==================== multiplexador_n_reg
### Clock routing, multiplexador_n_reg

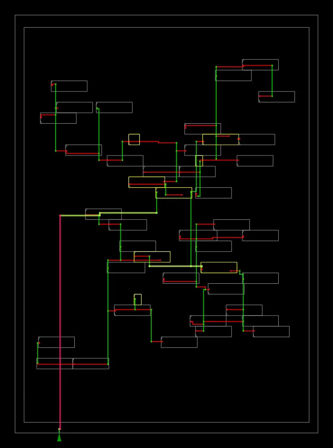

### src/rtl/multiplexador_n_reg.sv
// Registered N:1 datapath multiplexer with valid/ready handshake.
// Channel choice is either a direct control-unit select or round-robin arbitration.
module multiplexador_n_reg #(
    parameter int unsigned WIDTH       = 32,
    parameter int unsigned CHANNELS    = 4,
    parameter int unsigned SEL_W       = 2,
    parameter logic [31:0] OUT_DEFAULT = 32'h1
) (
    input  logic                        clk,
    input  logic                        rst_n,
    input  logic                        UC_mode,
    input  logic [SEL_W-1:0]            UC_sel,
    input  logic [CHANNELS*WIDTH-1:0]   data_in,
    input  logic [CHANNELS-1:0]         in_valid,
    output logic [CHANNELS-1:0]         in_ready,
    output logic [WIDTH-1:0]            mult_out,
    output logic [SEL_W-1:0]            out_chan,
    output logic                        out_valid,
    input  logic                        out_ready,
    output logic                        sel_err
);

    logic               load;
    logic               granted;
    logic [SEL_W-1:0]   grant;
    logic [SEL_W-1:0]   ptr;
    logic [WIDTH-1:0]   grant_data;

    assign load = !out_valid || out_ready;

    always_comb begin
        grant   = '0;
        granted = 1'b0;
        if (!UC_mode) begin
            // An out-of-range select matches no channel, so it never grants.
            for (int unsigned i = 0; i < CHANNELS; i++) begin
                if (UC_sel == SEL_W'(i) && in_valid[i]) begin
                    grant   = SEL_W'(i);
                    granted = 1'b1;
                end
            end
        end else begin
            // Rotating search from ptr+1: lowest valid channel above ptr first,
            // otherwise wrap to the lowest valid channel at or below ptr.
            for (int unsigned i = 0; i < CHANNELS; i++) begin
                if (!granted && SEL_W'(i) > ptr && in_valid[i]) begin
                    grant   = SEL_W'(i);
                    granted = 1'b1;
                end
            end
            for (int unsigned i = 0; i < CHANNELS; i++) begin
                if (!granted && SEL_W'(i) <= ptr && in_valid[i]) begin
                    grant   = SEL_W'(i);
                    granted = 1'b1;
                end
            end
        end
    end

    always_comb begin
        grant_data = '0;
        for (int unsigned i = 0; i < CHANNELS; i++) begin
            if (grant == SEL_W'(i)) begin
                grant_data = data_in[i*WIDTH +: WIDTH];
            end
        end
    end

    always_comb begin
        in_ready = '0;
        for (int unsigned i = 0; i < CHANNELS; i++) begin
            in_ready[i] = rst_n && load && granted && (grant == SEL_W'(i));
        end
    end

    always_ff @(posedge clk or negedge rst_n) begin
        if (!rst_n) begin
            mult_out  <= WIDTH'(OUT_DEFAULT);
            out_chan  <= '0;
            out_valid <= 1'b0;
            sel_err   <= 1'b0;
            ptr       <= SEL_W'(CHANNELS - 1);
        end else begin
            sel_err <= !UC_mode && (32'(UC_sel) >= CHANNELS);
            if (load) begin
                if (granted) begin
                    mult_out  <= grant_data;
                    out_chan  <= grant;
                    out_valid <= 1'b1;
                    if (UC_mode) begin
                        ptr <= grant;
                    end
                end else begin
                    out_valid <= 1'b0;
                end
            end
        end
    end

endmodule

### config.mk
export PLATFORM = sky130hd
export DESIGN_NAME = multiplexador_n_reg
export DESIGN_NICKNAME = d
export VERILOG_FILES = /design/src/rtl/multiplexador_n_reg.sv
export SDC_FILE = /design/constraint.sdc
export NUM_CORES = 1
export LEC_CHECK = 0
export ABC_AREA = 1
export CORE_ASPECT_RATIO = 1.4
export CORE_MARGIN = 2
export CORE_UTILIZATION = 38
export CTS_BUF_LIST = sky130_fd_sc_hd__clkbuf_16
export DETAILED_ROUTE_END_ITERATION = 16
export PLACE_DENSITY = 0.83
export SETUP_SLACK_MARGIN = 0.4
export SLEW_MARGIN = 5
export SYNTH_ARGS = -nofsm -noshare
export SYNTH_HDL_FRONTEND = slang
export SYNTH_SLANG_ARGS = --single-unit
### constraint.sdc
create_clock -name clk -period 3.9 [get_ports clk]
set_clock_uncertainty 0.1 [all_clocks]
set_input_delay 1.17 -clock clk [delete_from_list [all_inputs] [get_ports clk]]
set_output_delay 1.17 -clock clk [all_outputs]
set_load 0.01 [all_outputs]
==================== trajectory_judge_stream
[config.mk]
export PLATFORM = sky130hd
export DESIGN_NAME = trajectory_judge_stream
export DESIGN_NICKNAME = d
export VERILOG_FILES = /design/src/rtl/trajectory_judge_stream.sv
export SDC_FILE = /design/constraint.sdc
export NUM_CORES = 1
export LEC_CHECK = 0
export ABC_AREA = 1
export CAP_MARGIN = 20
export CORE_MARGIN = 2
export CORE_UTILIZATION = 45
export DETAILED_ROUTE_END_ITERATION = 10
export PLACE_DENSITY = 0.64
export RECOVER_POWER = 25
export SYNTH_ARGS = -nofsm -noshare
export SYNTH_HDL_FRONTEND = slang
export SYNTH_SLANG_ARGS = --single-unit
[constraint.sdc]
create_clock -name CLK -period 12 [get_ports CLK]
set_input_delay 1.2 -clock CLK [delete_from_list [all_inputs] [get_ports CLK]]
set_output_delay 1.2 -clock CLK [all_outputs]
set_load 0.05 [all_outputs]
[src/rtl/trajectory_judge_stream.sv]
// Streaming trajectory judge: checks each waypoint's joints (one per cycle) against grid bounds and step limit,
// then reports a deadline code. Optional acceleration check enabled by defining TRAJ_JUDGE_ACCEL_EN.
module trajectory_judge_stream #(
  parameter int unsigned STEPPERS_NUM = 6,
  parameter int unsigned POS_W        = 32,
  parameter int unsigned GRID_WIDTH   = 65536,
  parameter int unsigned MAX_STEP     = 16,
`ifdef TRAJ_JUDGE_ACCEL_EN
  parameter int unsigned MAX_ACC      = 4,
`endif
  parameter int unsigned DL_W         = 8
) (
  input  logic                          CLK,
  input  logic                          RST,
  input  logic                          wp_valid,
  output logic                          wp_ready,
  input  logic                          wp_last,
  input  logic [POS_W*STEPPERS_NUM-1:0] wp_position,
  output logic                          busy,
  output logic [DL_W-1:0]               deadline,
  output logic                          deadline_valid
);

  localparam int unsigned SW = POS_W + 1;
  localparam int unsigned KW = (STEPPERS_NUM > 1) ? $clog2(STEPPERS_NUM) : 1;
`ifdef TRAJ_JUDGE_ACCEL_EN
  localparam int unsigned AW = SW + 1;
`endif

  typedef enum logic [1:0] {IDLE, CHECK, REPORT} state_t;

  state_t           state;
  logic [POS_W-1:0] pos_q  [STEPPERS_NUM];
  logic [POS_W-1:0] prev_q [STEPPERS_NUM];
  logic             last_q;
  logic [KW-1:0]    k_q;
  logic [DL_W-1:0]  n_q;
  logic [DL_W-1:0]  viol_idx_q;
  logic             viol_q;
`ifdef TRAJ_JUDGE_ACCEL_EN
  logic signed [SW-1:0] pdelta_q [STEPPERS_NUM];
  logic signed [AW-1:0] acc_c;
  logic [AW-1:0]        acc_mag_c;
`endif

  logic [POS_W-1:0]     cur_c;
  logic [POS_W-1:0]     prev_c;
  logic signed [SW-1:0] delta_c;
  logic [SW-1:0]        step_mag_c;
  logic                 bound_bad_c;
  logic                 step_bad_c;
  logic                 accel_bad_c;
  logic                 bad_c;
  logic [DL_W-1:0]      code_c;

  // Check of the joint selected by k_q against the previous waypoint
  always_comb begin
    cur_c       = pos_q[k_q];
    prev_c      = prev_q[k_q];
    delta_c     = $signed({1'b0, cur_c}) - $signed({1'b0, prev_c});
    step_mag_c  = delta_c[SW-1] ? SW'(-delta_c) : SW'(delta_c);
    bound_bad_c = 64'(cur_c) >= 64'(GRID_WIDTH);
    step_bad_c  = (n_q != '0) && (step_mag_c > SW'(MAX_STEP));
`ifdef TRAJ_JUDGE_ACCEL_EN
    acc_c       = $signed({delta_c[SW-1], delta_c}) - $signed({pdelta_q[k_q][SW-1], pdelta_q[k_q]});
    acc_mag_c   = acc_c[AW-1] ? AW'(-acc_c) : AW'(acc_c);
    accel_bad_c = (n_q >= DL_W'(2)) && (acc_mag_c > AW'(MAX_ACC));
`else
    accel_bad_c = 1'b0;
`endif
    bad_c       = bound_bad_c | step_bad_c | accel_bad_c;
  end

  // A clamped violation index stops one short of the all-ones success code
  always_comb begin
    code_c = '1;
    if (viol_q) begin
      if (viol_idx_q == '1) code_c = viol_idx_q - DL_W'(1);
      else                  code_c = viol_idx_q;
    end
  end

  always_ff @(posedge CLK or posedge RST) begin
    if (RST) begin
      state          <= IDLE;
      wp_ready       <= 1'b1;
      busy           <= 1'b0;
      deadline       <= '0;
      deadline_valid <= 1'b0;
      last_q         <= 1'b0;
      k_q            <= '0;
      n_q            <= '0;
      viol_q         <= 1'b0;
      viol_idx_q     <= '0;
      for (int i = 0; i < STEPPERS_NUM; i++) begin
        pos_q[i]    <= '0;
        prev_q[i]   <= '0;
`ifdef TRAJ_JUDGE_ACCEL_EN
        pdelta_q[i] <= '0;
`endif
      end
    end else begin
      deadline_valid <= 1'b0;
      case (state)
        IDLE: begin
          if (wp_valid && wp_ready) begin
            for (int i = 0; i < STEPPERS_NUM; i++) pos_q[i] <= wp_position[POS_W*i +: POS_W];
            last_q   <= wp_last;
            k_q      <= '0;
            wp_ready <= 1'b0;
            busy     <= 1'b1;
            state    <= CHECK;
          end
        end
        CHECK: begin
          // After the first violation the rest of the trajectory only drains
          if (!viol_q && bad_c) begin
            viol_q     <= 1'b1;
            viol_idx_q <= n_q;
          end
          prev_q[k_q]   <= cur_c;
`ifdef TRAJ_JUDGE_ACCEL_EN
          pdelta_q[k_q] <= delta_c;
`endif
          if (k_q == KW'(STEPPERS_NUM - 1)) begin
            if (last_q) begin
              state <= REPORT;
            end else begin
              state    <= IDLE;
              wp_ready <= 1'b1;
              n_q      <= (n_q == '1) ? n_q : n_q + DL_W'(1);
            end
          end else begin
            k_q <= k_q + KW'(1);
          end
        end
        REPORT: begin
          deadline       <= code_c;
          deadline_valid <= 1'b1;
          busy           <= 1'b0;
          wp_ready       <= 1'b1;
          n_q            <= '0;
          viol_q         <= 1'b0;
          viol_idx_q     <= '0;
          state          <= IDLE;
        end
        default: state <= IDLE;
      endcase
    end
  end

endmodule

### M1 wires, multiplexador_n_reg

Bar = 20 um. Supply wires on this layer in gray.
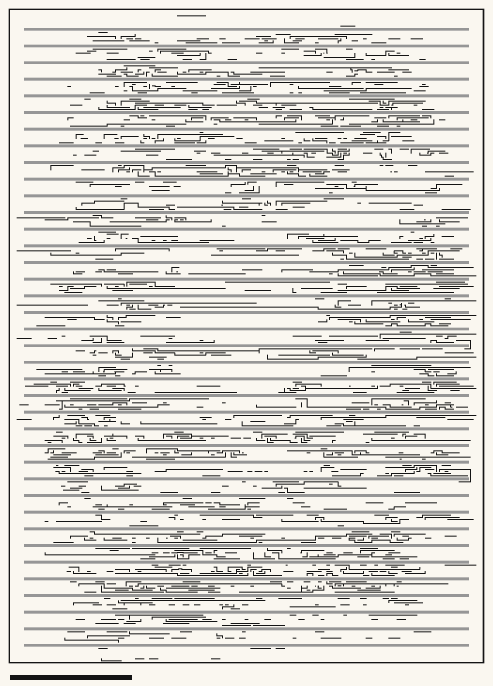
- share of all routed wire: 38%
- nets with wire on the layer: 689

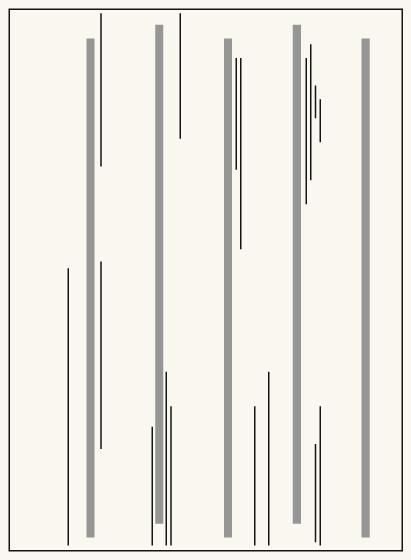
*Signal wires on met4, multiplexador_n_reg*
Supply wires on this layer in gray.
- share of all routed wire: 4.3%
- nets with wire on the layer: 17
- wire length on this layer: 466 um
- longest straight run: 54.4 um

Notes on 'Clock routing' of multiplexador_n_reg above:
clk_buf instances: 5
worst skew pair latency: 0.27 ns
number of buffers created by CTS: 5

==> out/metrics.yaml, multiplexador_n_reg <==
run_status:
  status: "finished, final reports clean"
floorplan:
  tapCellCount: 97
  die-width_um: 77.2
  placement_rows: 37
  floorplan.io_pins: 178
logic_synthesis:
  postSynthRegisterBits: 37
  synth.largest_area_cell: "dfrtp_1"
  ys_seq_share_pct: 32.6
  syn_area_per_cell_um2: 6.40
  main_kind_of_combinational_logic_by_area: "simple AND/OR/NAND/NOR gates"
  synth-adder-area-share_pct: 0
  simple_gate_area_share_pct: 48.1
  fp_nets: 584
  synth.cellmix.compoundShare_pct: 6.23
  netlist.area_leader.share_pct: 29.8
job:
  warning_count: 29
  tally_of_max_capacitance_violations: 0
global_route:
  total_gr_overflow: 0
  grt_usage_pct: 26.0
  global_route_wire_length_before_repair_mm: 17.3
  grt_start_max_net_pins: 49
  antenna_found_initial: 0
  groute.layer.met3.usage_pct: 3.74
setup_path:
  cp.required_ns: 2.63
  cp-endpoint: "in_ready[2]"
  crit_path_start: "UC_sel[1]"
  timing.critical_path.fanout_max: 4
  r2r_cells: 15
finish:
  syn2layout_area_growth_pct: 74.9
  reg_top3: "mult_out (32), out_chan (2), ptr (2)"
  design.seq.count: 37
  biggest_area_class: "non-clock buffers"
  area.share.sequential_pct: 18.6
  buffer_area_share_pct: 39.0
  top_register: "mult_out"
  mostFrequentLayoutCell: "clkdlybuf4s50_1"
  seq_area_um2: 930
  final_layout_size_suffix_gt1_share_pct: 16.0
final_timing:
  hold_ws_ns: 0.374
  final-setup-viol-count: 0
  worst-slew-pin-transition_ns: 0.547
  post_route_minimum_period_ns: 3.63
route:
  vias_per_cell: 5.05
  drt-initial-drc-count: 265
  vias_post_dr: 3673
  antenna_left: 0
  detail_route.first_pass.iterations: 5
  detailroute.wirelength.met2_mm: 5.75
place:
  placedCellCount: 710
  place.port_buffers: 176
clock_network:
  cts_max_path_buffers: 2
  tritoncts_clock_tree: "built"
  cts_htree_levels: 2
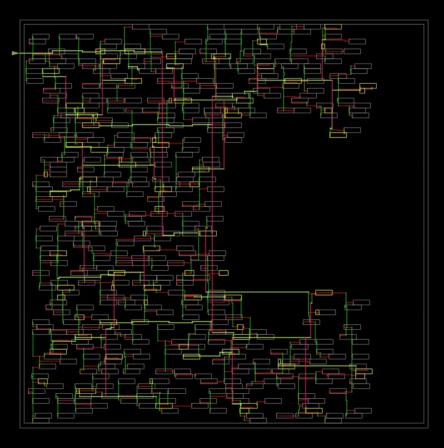
*Clock routing, trajectory_judge_stream*
number of buffers created by CTS: 45
worst skew pair latency: 0.57 ns
clk_buf instances: 70
post-route clock skew: 0.0165 ns

==> out/metrics.yaml, trajectory_judge_stream <==
finish:
  biggest_area_class: "sequential cells"
  layout.non_clock_inverters: 213
  n_all_buffers: 234
  fin_area_mm2: 0.0262
  design.seq.count: 418
clock_network:
  post_cts.resized_instances: 0
  cts_htree_levels: 2
  cts_max_path_buffers: 3
  cts_hold_repair.buffers: 0
setup_path:
  critPathKind: "reg -> reg"
  r2r_cells: 27
global_route:
  first_global_vias: 17900
  grt_start_max_net_pins: 113
  groute.layer.met2.usage_pct: 36.9
run_status:
  status: "finished with violations"
  failed_checks: "max-capacitance violations, max-slew violations"
floorplan:
  die_height_um: 225
final_timing:
  final-max-slew-violation-count: 300
logic_synthesis:
  simple_gate_area_share_pct: 19.3
  syn_inst: 2550
  synth.largest_area_cell: "dfrtp_1"
  synth-adder-area-share_pct: 2.36
  postSynthRegisterBits: 418
route:
  vias_per_cell: 5.47
  remaining_drc_errors: 0
place:
  place.gp.congestion: 0.928
  placedCellCount: 3285
job:
  tally_of_max_capacitance_violations: 5

==================== vmem_wr_arbiter
### M1 wires, vmem_wr_arbiter

Bar = 20 um. Supply wires on this layer in gray.
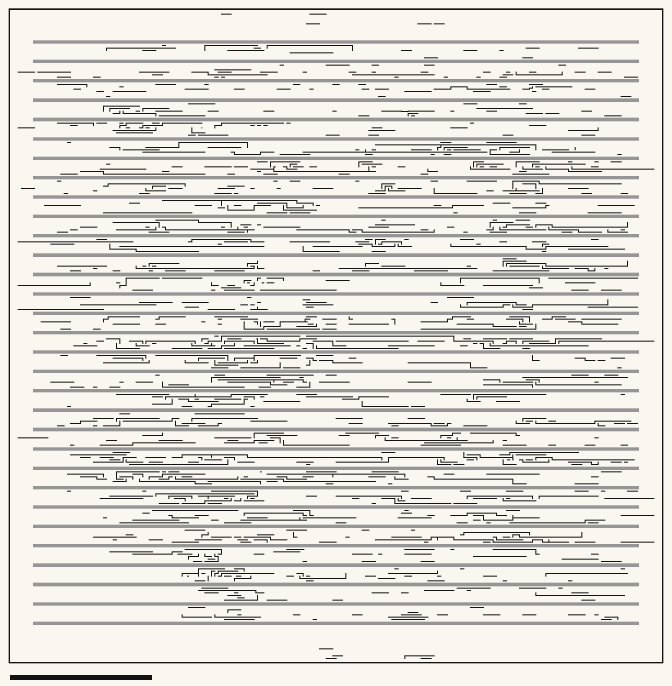
### Metal 2, vmem_wr_arbiter

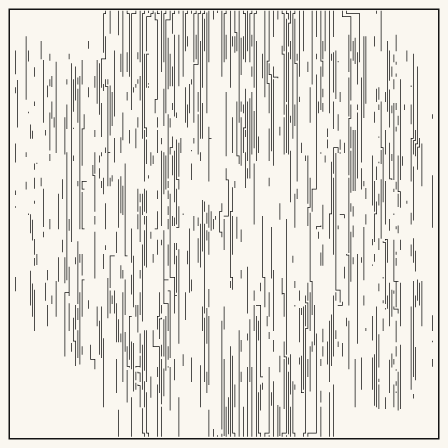
<file path="src/rtl/vmem_pkg.sv">
// Shared types and constants for the vmem write path.
package vmem_pkg;

  localparam int unsigned SCREEN_W    = 240;
  localparam int unsigned SCREEN_H    = 240;
  localparam int unsigned VMEM_ADDR_W = 16;
  localparam int unsigned PIX_W       = 16;

  // grant_id width and per-grant beat counter width
  localparam int unsigned GID_W  = 3;
  localparam int unsigned BEAT_W = 8;

  localparam logic [PIX_W-1:0] COL_BACKGROUND = 16'h07FF;
  localparam logic [PIX_W-1:0] COL_JUDGE_LINE = 16'hFF00;
  localparam logic [PIX_W-1:0] COL_MAGENTA    = 16'hF81F;

  typedef enum logic [1:0] {
    IDLE,
    GRANT,
    FILL
  } arb_state_t;

endpackage

</file>
<file path="src/rtl/vmem_wr_arbiter_rr_pick.sv">
// Combinational round-robin search: first set req bit strictly after ptr, wrapping modulo N.
module rr_pick
  import vmem_pkg::*;
#(
  parameter int unsigned N = 4
) (
  input  logic [N-1:0]     req,
  input  logic [GID_W-1:0] ptr,
  output logic [GID_W-1:0] winner,
  output logic             any_valid
);

  localparam int unsigned SW = (N > 1) ? $clog2(N) : 1;

  logic [SW-1:0] idx;

  // scan ptr+1 .. ptr+N; the first hit wins
  always_comb begin
    winner    = '0;
    any_valid = 1'b0;
    idx       = '0;
    for (int unsigned k = 1; k <= N; k++) begin
      idx = SW'((32'(ptr) + k) % N);
      if (!any_valid && req[idx]) begin
        winner    = GID_W'(idx);
        any_valid = 1'b1;
      end
    end
  end

endmodule

</file>
<file path="src/rtl/vmem_wr_arbiter.sv">
// Round-robin arbiter sharing the vmem write port among NREQ pixel producers.
// Optional full-screen fill engine: define VMEM_ARB_FILL_EN.
module vmem_wr_arbiter
  import vmem_pkg::*;
#(
  parameter int unsigned NREQ      = 4,
  parameter int unsigned ADDR_W    = 16,
  parameter int unsigned DATA_W    = 16,
  parameter int unsigned BURST_MAX = 8
) (
  input  logic                   w_clk,
  input  logic                   rstn,
  input  logic [NREQ-1:0]        req_valid,
  output logic [NREQ-1:0]        req_ready,
  input  logic [NREQ-1:0]        req_last,
  input  logic [NREQ*ADDR_W-1:0] req_addr,
  input  logic [NREQ*DATA_W-1:0] req_data,
  output logic                   vm_we,
  output logic [ADDR_W-1:0]      vm_waddr,
  output logic [DATA_W-1:0]      vm_wdata,
  output logic [GID_W-1:0]       grant_id,
  output logic                   busy
`ifdef VMEM_ARB_FILL_EN
  ,
  input  logic                   fill_start,
  input  logic [DATA_W-1:0]      fill_color,
  output logic                   fill_busy
`endif
);

  arb_state_t        state, state_nxt;
  logic [GID_W-1:0]  rr_ptr;
  logic [GID_W-1:0]  pick_id;
  logic              pick_any;
  logic [BEAT_W-1:0] beat_cnt;

  logic              cur_valid;
  logic              cur_last;
  logic [ADDR_W-1:0] cur_addr;
  logic [DATA_W-1:0] cur_data;
  logic              xfer;
  logic              burst_end;
  logic              grant_exit;
  logic              fill_req;

  rr_pick #(.N(NREQ)) u_pick (
    .req       (req_valid),
    .ptr       (rr_ptr),
    .winner    (pick_id),
    .any_valid (pick_any)
  );

  // select the current grantee's stream
  always_comb begin
    cur_valid = 1'b0;
    cur_last  = 1'b0;
    cur_addr  = '0;
    cur_data  = '0;
    for (int unsigned i = 0; i < NREQ; i++) begin
      if (grant_id == GID_W'(i)) begin
        cur_valid = req_valid[i];
        cur_last  = req_last[i];
        cur_addr  = req_addr[i*ADDR_W +: ADDR_W];
        cur_data  = req_data[i*DATA_W +: DATA_W];
      end
    end
  end

  assign xfer       = (state == GRANT) && cur_valid;
  assign burst_end  = xfer && (cur_last || (beat_cnt == BEAT_W'(BURST_MAX - 1)));
  assign grant_exit = (state == GRANT) && (!cur_valid || burst_end);

`ifdef VMEM_ARB_FILL_EN
  logic              fill_pend;
  logic [DATA_W-1:0] fill_col;
  logic [7:0]        fill_x;
  logic [7:0]        fill_y;
  logic              fill_done;

  assign fill_req  = fill_pend;
  assign fill_done = (fill_x == 8'(SCREEN_W - 1)) && (fill_y == 8'(SCREEN_H - 1));

  // fill request latch and raster counters (x inner, y outer)
  always_ff @(posedge w_clk or negedge rstn) begin
    if (!rstn) begin
      fill_pend <= 1'b0;
      fill_col  <= '0;
      fill_x    <= '0;
      fill_y    <= '0;
    end else begin
      if ((state == IDLE) && fill_pend) begin
        fill_pend <= 1'b0;
      end else if (fill_start && (state != FILL)) begin
        fill_pend <= 1'b1;
        fill_col  <= fill_color;
      end
      if (state == FILL) begin
        if (fill_x == 8'(SCREEN_W - 1)) begin
          fill_x <= '0;
          fill_y <= fill_done ? '0 : fill_y + 1'b1;
        end else begin
          fill_x <= fill_x + 1'b1;
        end
      end
    end
  end
`else
  assign fill_req = 1'b0;
`endif

  // state register
  always_ff @(posedge w_clk or negedge rstn) begin
    if (!rstn) state <= IDLE;
    else       state <= state_nxt;
  end

  // next-state logic
  always_comb begin
    state_nxt = state;
    case (state)
      IDLE: begin
        if (fill_req)      state_nxt = FILL;
        else if (pick_any) state_nxt = GRANT;
      end
      GRANT: begin
        if (grant_exit) state_nxt = IDLE;
      end
`ifdef VMEM_ARB_FILL_EN
      FILL: begin
        if (fill_done) state_nxt = IDLE;
      end
`endif
      default: state_nxt = IDLE;
    endcase
  end

  // outputs decoded from registered state only
  always_comb begin
    req_ready = '0;
    for (int unsigned i = 0; i < NREQ; i++) begin
      if ((state == GRANT) && (grant_id == GID_W'(i))) req_ready[i] = 1'b1;
    end
    busy = (state != IDLE);
`ifdef VMEM_ARB_FILL_EN
    fill_busy = (state == FILL);
`endif
  end

  // grant bookkeeping and registered write port
  always_ff @(posedge w_clk or negedge rstn) begin
    if (!rstn) begin
      grant_id <= '0;
      rr_ptr   <= GID_W'(NREQ - 1);
      beat_cnt <= '0;
      vm_we    <= 1'b0;
      vm_waddr <= '0;
      vm_wdata <= '0;
    end else begin
      vm_we <= 1'b0;
      if ((state == IDLE) && !fill_req && pick_any) begin
        grant_id <= pick_id;
        beat_cnt <= '0;
      end
      if (xfer) begin
        vm_we    <= 1'b1;
        vm_waddr <= cur_addr;
        vm_wdata <= cur_data;
        beat_cnt <= beat_cnt + 1'b1;
      end
      if (grant_exit) rr_ptr <= grant_id;
`ifdef VMEM_ARB_FILL_EN
      if (state == FILL) begin
        vm_we    <= 1'b1;
        vm_waddr <= ADDR_W'({fill_y, fill_x});
        vm_wdata <= fill_col;
      end
`endif
    end
  end

endmodule

</file>
<file path="config.mk">
export PLATFORM = sky130hd
export DESIGN_NAME = vmem_wr_arbiter
export DESIGN_NICKNAME = d
export VERILOG_FILES = /design/src/rtl/vmem_pkg.sv /design/src/rtl/vmem_wr_arbiter_rr_pick.sv /design/src/rtl/vmem_wr_arbiter.sv
export SDC_FILE = /design/constraint.sdc
export NUM_CORES = 1
export LEC_CHECK = 0
export ABC_CLOCK_PERIOD_IN_PS = 3300
export CORE_MARGIN = 3
export CORE_UTILIZATION = 42
export CTS_CLUSTER_DIAMETER = 150
export DETAILED_ROUTE_END_ITERATION = 8
export PLACE_DENSITY_LB_ADDON = 0.15
export SYNTH_ARGS = -nofsm -noshare
export SYNTH_HDL_FRONTEND = slang
export SYNTH_HIERARCHICAL = 1
export SYNTH_SLANG_ARGS = --single-unit
</file>
<file path="constraint.sdc">
create_clock -name w_clk -period 3.3 [get_ports w_clk]
set_input_delay 0.33 -clock w_clk [delete_from_list [all_inputs] [get_ports w_clk]]
set_output_delay 0.33 -clock w_clk [all_outputs]
set_load 0.05 [all_outputs]
</file>
==> out/metrics.yaml <==
place:
  dpl_worst_slack_ns: 0.500
  detailed_place_hpwl_mm: 6.80
  placedCellCount: 537
  placed_cell_area_mm2: 0.00485
power:
  vdd.ir_drop.worst_v: 0.000389
  p_sw_share_pct: 47.1
  power-per-cell-area_mw_per_mm2: 788
finish:
  area.share.sequential_pct: 23.9
  final_layout_size_suffix_gt1_share_pct: 12.9
  fin_nets: 587
  area.combinational_mm2: 0.00173
setup_path:
  timing.reg2reg.setup_slack_ns: 0.52
  r2r_start: "grant_id[0]"
  timing.critical_path.fanout_max: 43
  data_arrival_at_the_endpoint_of_the_critical_path_ns: 2.96
  path_cells: "mux4_2 > nand2_4 > inv_2 > a221o_2"
  crit_family: "flip-flops"
global_route:
  total_gr_overflow: 0
  first_global_vias: 2992
  antenna_found_initial: 0
job:
  warning_count: 26
  tally_of_max_capacitance_violations: 0
route:
  remaining_drc_errors: 0
  routedWlPerCell_um: 16.4
  detail_route.first_pass.iterations: 4
  vias_per_cell: 5.26
floorplan:
  die-width_um: 91.5
  die_height_um: 91.5
  tapCellCount: 96
final_timing:
  post_route_minimum_period_ns: 2.78
  maxSlewHeadroom_pct: 51.3
  final.setup.worst_slack_ns: 0.517
  max_freq_mhz: 359
run_status:
  status: "finished, final reports clean"
clock_network:
  cts_root_buffer: "clkbuf_8"
  clock_pin_slew_worst_setup_and_hold_paths_ns: 0.09
  tritoncts_clock_tree: "built"
hold_path:
  type_of_the_most_critical_hold_path: "in -> async"
logic_synthesis:
  syn-cell-area_mm2: 0.00307
About 'M1 wires' of vmem_wr_arbiter:
- longest straight run: 25.8 um
- nets with wire on the layer: 500
- share of all routed wire: 37%
- wire length on this layer: 3310 um
- main direction: horizontal

About 'Metal 2' of vmem_wr_arbiter:
- share of all routed wire: 52%
- longest straight run: 38.1 um
- main direction: vertical



==> gallery <==
Metal 3.
panel A
Bar = 20 um.
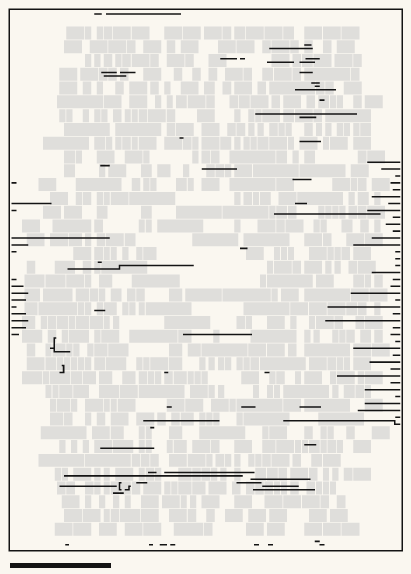
panel B
Bar = 20 um.
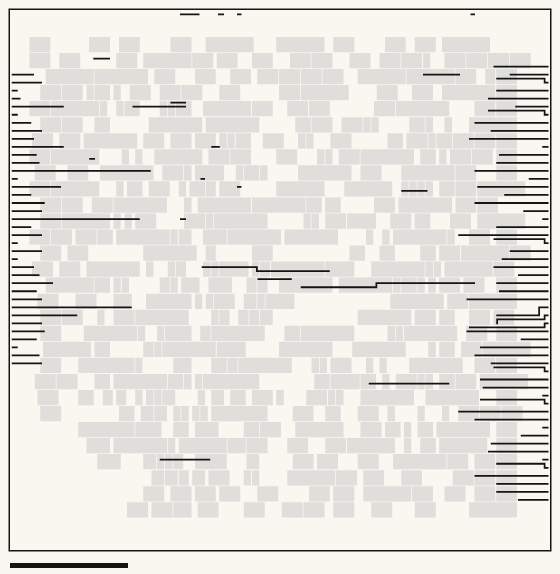
panel C
Bar = 50 um.
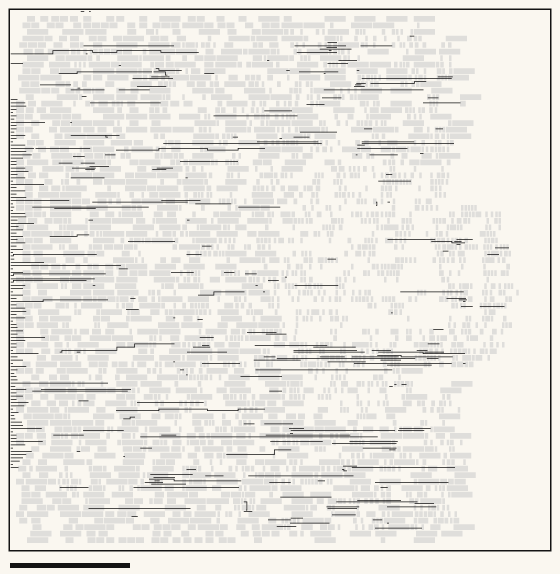
- panel C = trajectory_judge_stream
- panel A = multiplexador_n_reg
- panel B = vmem_wr_arbiter

Key to panel A:
- main direction: horizontal
- nets with wire on the layer: 94

Power is estimated from default activity; no workload was simulated.
